=== mem_port_arbiter3 ===
### config.mk
export PLATFORM = sky130hd
export DESIGN_NAME = mem_port_arbiter3
export DESIGN_NICKNAME = d
export VERILOG_FILES = /design/src/rtl/mem_port_arbiter3.sv
export SDC_FILE = /design/constraint.sdc
export NUM_CORES = 1
export LEC_CHECK = 0
export ABC_CLOCK_PERIOD_IN_PS = 1900
export CAP_MARGIN = 15
export CORE_AREA = 10 10 52 54
export CTS_CLUSTER_DIAMETER = 50
export DETAILED_ROUTE_END_ITERATION = 8
export DIE_AREA = 0 0 62 64
export HOLD_SLACK_MARGIN = 0.03
export PLACE_DENSITY = 0.71
export SETUP_SLACK_MARGIN = 0.02
export SLEW_MARGIN = 25
export SYNTH_ARGS = -nofsm -noshare
export SYNTH_HDL_FRONTEND = slang
export SYNTH_SLANG_ARGS = --single-unit
### constraint.sdc
create_clock -name clk -period 1.9 [get_ports clk]
set_clock_uncertainty 0.05 [all_clocks]
set_input_delay 0.38 -clock clk [delete_from_list [all_inputs] [get_ports clk]]
set_output_delay 0.38 -clock clk [all_outputs]
set_load 0.05 [all_outputs]
### src/rtl/mem_port_arbiter3.sv
// ----------------------------------------------------------------------------
// mem_port_arbiter3
//
// Three-requester round-robin arbiter for one shared memory port. A grant is
// taken from IDLE with one cycle of latency and then held, unchanged, until
// the owner's transaction completes (done) or the watchdog releases it.
// Every release passes through at least one IDLE cycle before the next grant.
//
// Parameters
//   TIMEOUT : watchdog limit in BUSY cycles (0 disables the watchdog)
//   CNT_W   : watchdog counter width, TIMEOUT < 2**CNT_W
//
// Ports
//   clk     : clock, rising edge
//   rst     : asynchronous active-high reset
//   req     : per-requester request bits
//   done    : current owner's transaction finished this cycle
//   grant   : registered one-hot grant (000 when idle)
//   sel     : registered 3:1 datapath mux select (00/01/10, 11 never driven)
//   busy    : high while a grant is held
//   timeout : one-cycle pulse when the watchdog forcibly releases a grant
// ----------------------------------------------------------------------------
module mem_port_arbiter3 #(
    parameter int TIMEOUT = 16,
    parameter int CNT_W   = 8
) (
    input  logic       clk,
    input  logic       rst,
    input  logic [2:0] req,
    input  logic       done,
    output logic [2:0] grant,
    output logic [1:0] sel,
    output logic       busy,
    output logic       timeout
);

    typedef enum logic {
        ST_IDLE = 1'b0,
        ST_BUSY = 1'b1
    } state_t;

    localparam bit              WD_EN   = (TIMEOUT > 0);
    // Last counter value of a grant's lifetime; the counter reads 0 in the
    // first BUSY cycle, so TIMEOUT-1 is reached in the TIMEOUT-th cycle.
    localparam logic [CNT_W-1:0] WD_LAST = CNT_W'((TIMEOUT > 0) ? (TIMEOUT - 1) : 0);

    state_t           state_q,   state_d;
    logic [2:0]       grant_q,   grant_d;
    logic [1:0]       sel_q,     sel_d;
    logic             busy_q,    busy_d;
    logic             timeout_q, timeout_d;
    logic [CNT_W-1:0] cnt_q,     cnt_d;
    logic [1:0]       last_q,    last_d;
    logic [1:0]       winner;

    // Successor in the 0 -> 1 -> 2 -> 0 ring.
    function automatic logic [1:0] ring_next(input logic [1:0] idx);
        case (idx)
            2'd0:    ring_next = 2'd1;
            2'd1:    ring_next = 2'd2;
            default: ring_next = 2'd0;
        endcase
    endfunction

    // Round-robin choice: last+1, then last+2, then last itself. Only
    // meaningful when at least one request bit is set.
    function automatic logic [1:0] rr_pick(input logic [2:0] r, input logic [1:0] last);
        logic [1:0] c1;
        logic [1:0] c2;
        c1 = ring_next(last);
        c2 = ring_next(c1);
        if (r[c1])
            rr_pick = c1;
        else if (r[c2])
            rr_pick = c2;
        else
            rr_pick = last;
    endfunction

    function automatic logic [2:0] one_hot(input logic [1:0] idx);
        case (idx)
            2'd0:    one_hot = 3'b001;
            2'd1:    one_hot = 3'b010;
            2'd2:    one_hot = 3'b100;
            default: one_hot = 3'b000;
        endcase
    endfunction

    always_comb begin
        state_d   = state_q;
        grant_d   = grant_q;
        sel_d     = sel_q;
        busy_d    = busy_q;
        timeout_d = 1'b0;
        cnt_d     = cnt_q;
        last_d    = last_q;
        winner    = rr_pick(req, last_q);

        case (state_q)
            ST_IDLE: begin
                // done is deliberately not looked at here.
                if (|req) begin
                    state_d = ST_BUSY;
                    sel_d   = winner;
                    grant_d = one_hot(winner);
                    busy_d  = 1'b1;
                    cnt_d   = '0;
                    last_d  = winner;
                end else begin
                    // sel keeps the previous owner so the mux stays put.
                    grant_d = 3'b000;
                    busy_d  = 1'b0;
                end
            end
            ST_BUSY: begin
                // done wins over a watchdog expiry in the same cycle.
                if (done) begin
                    state_d = ST_IDLE;
                    grant_d = 3'b000;
                    busy_d  = 1'b0;
                end else if (WD_EN && (cnt_q == WD_LAST)) begin
                    state_d   = ST_IDLE;
                    grant_d   = 3'b000;
                    busy_d    = 1'b0;
                    timeout_d = 1'b1;
                end else begin
                    cnt_d = cnt_q + CNT_W'(1);
                end
            end
            default: begin
                state_d = ST_IDLE;
                grant_d = 3'b000;
                busy_d  = 1'b0;
            end
        endcase
    end

    // Reset pointer of 2 gives requester 0 first priority.
    always_ff @(posedge clk or posedge rst) begin
        if (rst) begin
            state_q   <= ST_IDLE;
            grant_q   <= 3'b000;
            sel_q     <= 2'b00;
            busy_q    <= 1'b0;
            timeout_q <= 1'b0;
            cnt_q     <= '0;
            last_q    <= 2'd2;
        end else begin
            state_q   <= state_d;
            grant_q   <= grant_d;
            sel_q     <= sel_d;
            busy_q    <= busy_d;
            timeout_q <= timeout_d;
            cnt_q     <= cnt_d;
            last_q    <= last_d;
        end
    end

    assign grant   = grant_q;
    assign sel     = sel_q;
    assign busy    = busy_q;
    assign timeout = timeout_q;

endmodule
=== fir_mac_sequencer ===
### config.mk
export PLATFORM = sky130hd
export DESIGN_NAME = fir_mac_sequencer
export DESIGN_NICKNAME = d
export VERILOG_FILES = /design/src/rtl/fir_mac_sequencer.sv
export SDC_FILE = /design/constraint.sdc
export NUM_CORES = 1
export LEC_CHECK = 0
export ABC_AREA = 1
export CAP_MARGIN = 10
export CORE_ASPECT_RATIO = 0.6
export CORE_MARGIN = 2
export CORE_UTILIZATION = 35
export DETAILED_ROUTE_END_ITERATION = 10
export PLACE_DENSITY_LB_ADDON = 0.2
export SYNTH_ARGS = -nofsm -noshare
export SYNTH_HDL_FRONTEND = slang
export SYNTH_SLANG_ARGS = --single-unit
### constraint.sdc
create_clock -name clk -period 5.5 [get_ports clk]
set_input_delay 1.1 -clock clk [delete_from_list [all_inputs] [get_ports clk]]
set_output_delay 1.1 -clock clk [all_outputs]
set_load 0.02 [all_outputs]
### src/rtl/fir_mac_sequencer.sv
// Time-multiplexed FIR filter: one shared signed multiplier and accumulator
// walk the taps for each accepted sample. Coefficients are written while idle.
module fir_mac_sequencer #(
    parameter int NTAPS = 4,
    parameter int DW    = 8,
    parameter int CW    = 8,
    parameter int AW    = 18,
    parameter int KW    = (NTAPS > 1) ? $clog2(NTAPS) : 1
) (
    input  logic          clk,
    input  logic          rst_n,
    input  logic          s_valid,
    input  logic [DW-1:0] s_data,
    output logic          s_ready,
    input  logic          coef_we,
    input  logic [KW-1:0] coef_addr,
    input  logic [CW-1:0] coef_data,
    output logic          y_valid,
    output logic [AW-1:0] y_data,
    output logic          busy
);
    localparam int PW = DW + CW;
    localparam logic [KW-1:0] LAST = KW'(NTAPS - 1);

    typedef enum logic {IDLE, MAC} state_t;

    state_t               state_q;
    logic signed [DW-1:0] x_q [NTAPS];
    logic signed [CW-1:0] c_q [NTAPS];
    logic signed [AW-1:0] acc_q;
    logic signed [AW-1:0] y_data_q;
    logic [KW-1:0]        k_q;
    logic                 y_valid_q;

    logic signed [PW-1:0] xk, ck, prod;
    logic signed [AW-1:0] sum_d;

    // Operands widened to the full product width so the multiply is exact.
    assign xk    = {{CW{x_q[k_q][DW-1]}}, x_q[k_q]};
    assign ck    = {{DW{c_q[k_q][CW-1]}}, c_q[k_q]};
    assign prod  = xk * ck;
    assign sum_d = acc_q + {{(AW-PW){prod[PW-1]}}, prod};

    always_ff @(posedge clk or negedge rst_n) begin
        if (!rst_n) begin
            state_q   <= IDLE;
            acc_q     <= '0;
            k_q       <= '0;
            y_data_q  <= '0;
            y_valid_q <= 1'b0;
            for (int i = 0; i < NTAPS; i++) begin
                x_q[i] <= '0;
                c_q[i] <= '0;
            end
        end else begin
            y_valid_q <= 1'b0;
            case (state_q)
                IDLE: begin
                    if (coef_we && (int'(coef_addr) < NTAPS))
                        c_q[coef_addr] <= coef_data;
                    if (s_valid) begin
                        for (int i = NTAPS - 1; i > 0; i--)
                            x_q[i] <= x_q[i-1];
                        x_q[0]  <= s_data;
                        acc_q   <= '0;
                        k_q     <= '0;
                        state_q <= MAC;
                    end
                end
                MAC: begin
                    if (k_q == LAST) begin
                        y_data_q  <= sum_d;
                        y_valid_q <= 1'b1;
                        k_q       <= '0;
                        state_q   <= IDLE;
                    end else begin
                        acc_q <= sum_d;
                        k_q   <= k_q + 1'b1;
                    end
                end
                default: state_q <= IDLE;
            endcase
        end
    end

    assign s_ready = (state_q == IDLE);
    assign busy    = (state_q == MAC);
    assign y_valid = y_valid_q;
    assign y_data  = y_data_q;

endmodule

Fig. 1: mem_port_arbiter3, clock nets
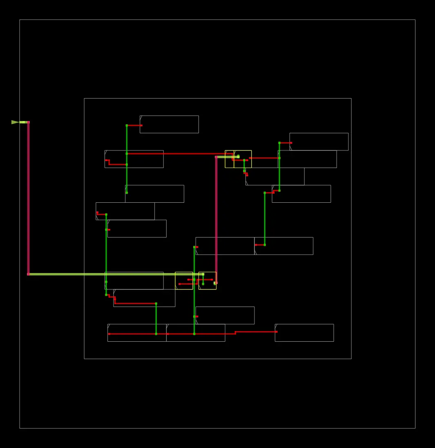
# clock sinks: 17
CTS Buf Count: 3
flop count: 17

==> notes.md, mem_port_arbiter3 <==
run metrics: Seq/total area 0.4344, total track usage 0.09376, CP max-delay cell dfrtp_1, Latency at later pin 0.29 ns, xor+xnor area frac 0.03256, top cells by count 16 x dfrtp_1, 14 x nand2_1, 11 x nor2_1, Tapcells 25, syn nets 90, Worst Reg-to-Reg Cells 6, FF+latch area 426.7 um2, status finished clean, Slew Limit Headroom 0.7618, Largest register FFs 8, count leader, synth dfrtp_1, Top cell area share 0.4961, # rows 15, Via density 5.000, Compound Share, Synth 0.1333
[mem_port_arbiter3: through the flow]
step                      hold WS (ns)  setup slack, ns
after CTS                       0.3420           0.3080
final                           0.3325           0.3145
after detailed placement        0.4254           0.1549
after global placement          0.4194           0.1492
after global routing            0.3584           0.2028
after floorplan                 0.2553           0.4632
[mem_port_arbiter3: kinds of logic (layout without fill, tap and decap cells)]
group                      Yosys count  in the layout
AOI/OAI and AO/OA                   17             17
xor gates and xnor gates             3              3
adders and majority gates            1              1
buffers and inverters                3             21
DFF                                 17             17
muxes                                1              1
and+or+nand+nor                     41             41
Fig. 2: fir_mac_sequencer, met4 routing
Supply wires on this layer in grey.
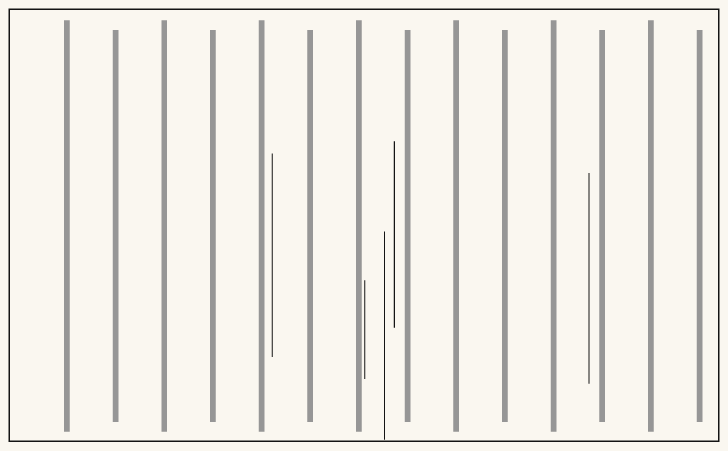
share of all routed wire	1.2%
longest straight run	58.5 um
wire length on this layer	252 um
main direction	vertical
nets with wire on the layer	4

Fig. 3: fir_mac_sequencer, clock nets
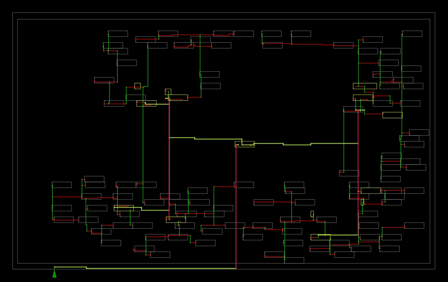
Clock Skews: 0.008844 ns
Latency at later pin: 0.36 ns
# clock sinks: 104
CTS Buf Count: 9
flop count: 104

==> notes.md, fir_mac_sequencer <==
run metrics: status finished, violations left, failing checks setup timing, clock buffer count 11, placed cells 1438, last element of the critical path acc_q[15], total gr overflow 0, Slew Limit Headroom 0.4613, vias 7049, DRC 0, initial antenna violation count 0, fillcell total 2104, xor+xnor area frac 0.02118, CP Launch Type flip-flop, Max Slew Vio Count 0, area leader, netlist dfrtp_1, Top cells excl fill/tap 229 x nand2_1, 163 x buf_4, 158 x inv_1, 104 x dfrtp_1, 85 x o21ai_0, Max clock buf depth 2, Seq/total area 0.2310, final worst slack -0.5232 ns, DRT Pass-1 Iters 5, core area 22020 um2, Finish-stage setup viols 20, r2r startpoint k_q[1], Mapped Area 7856 um2, CTS HTree Levels 3, top cells by count 250 x nand2_1, 188 x inv_1, 104 x dfrtp_1, Comb area share 0.4668
==> fir_mac_sequencer: per-layer routing <==
| layer | global-route usage | share of wire | up-vias |
|---|---|---|---|
| met5 | 0 | 0 | - |
| met1 | 0.3184 | 0.56 | 3349 |
| met3 | 0.05368 | 0.059 | 15 |
| li1 | - | - | 3555 |
| met2 | 0.2575 | 0.37 | 130 |
| met4 | 0.04323 | 0.012 | 0 |
==> fir_mac_sequencer: registers in the layout, indices dropped and copies added (netlist names) <==
signal	cells
busy	1
y_data	18
k_q	2
c_q	32
y_valid	1
acc_q	18
x_q	32


==> notes/layouts.md <==
Pictures saved along the way, in no particular order.

The metal 1 layer.
panel A
The bar under the picture is 20 um long. Supply wires on this layer in grey.
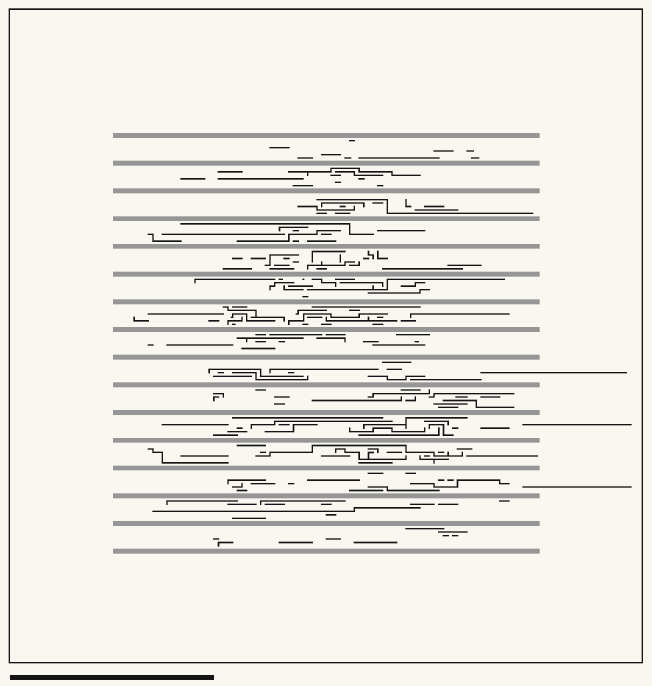
panel B
The bar under the picture is 50 um long. Supply wires on this layer in grey.
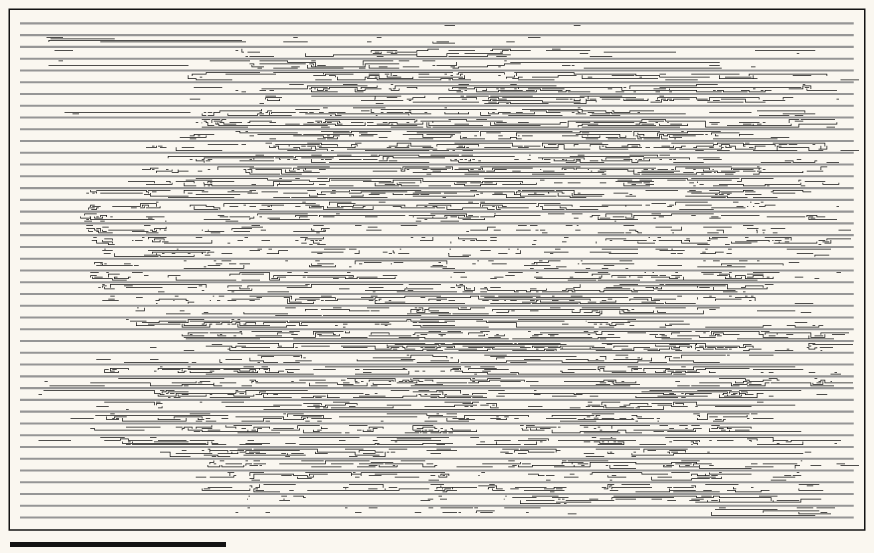
| from | picture |
|---|---|
| mem_port_arbiter3 | panel A |
| fir_mac_sequencer | panel B |

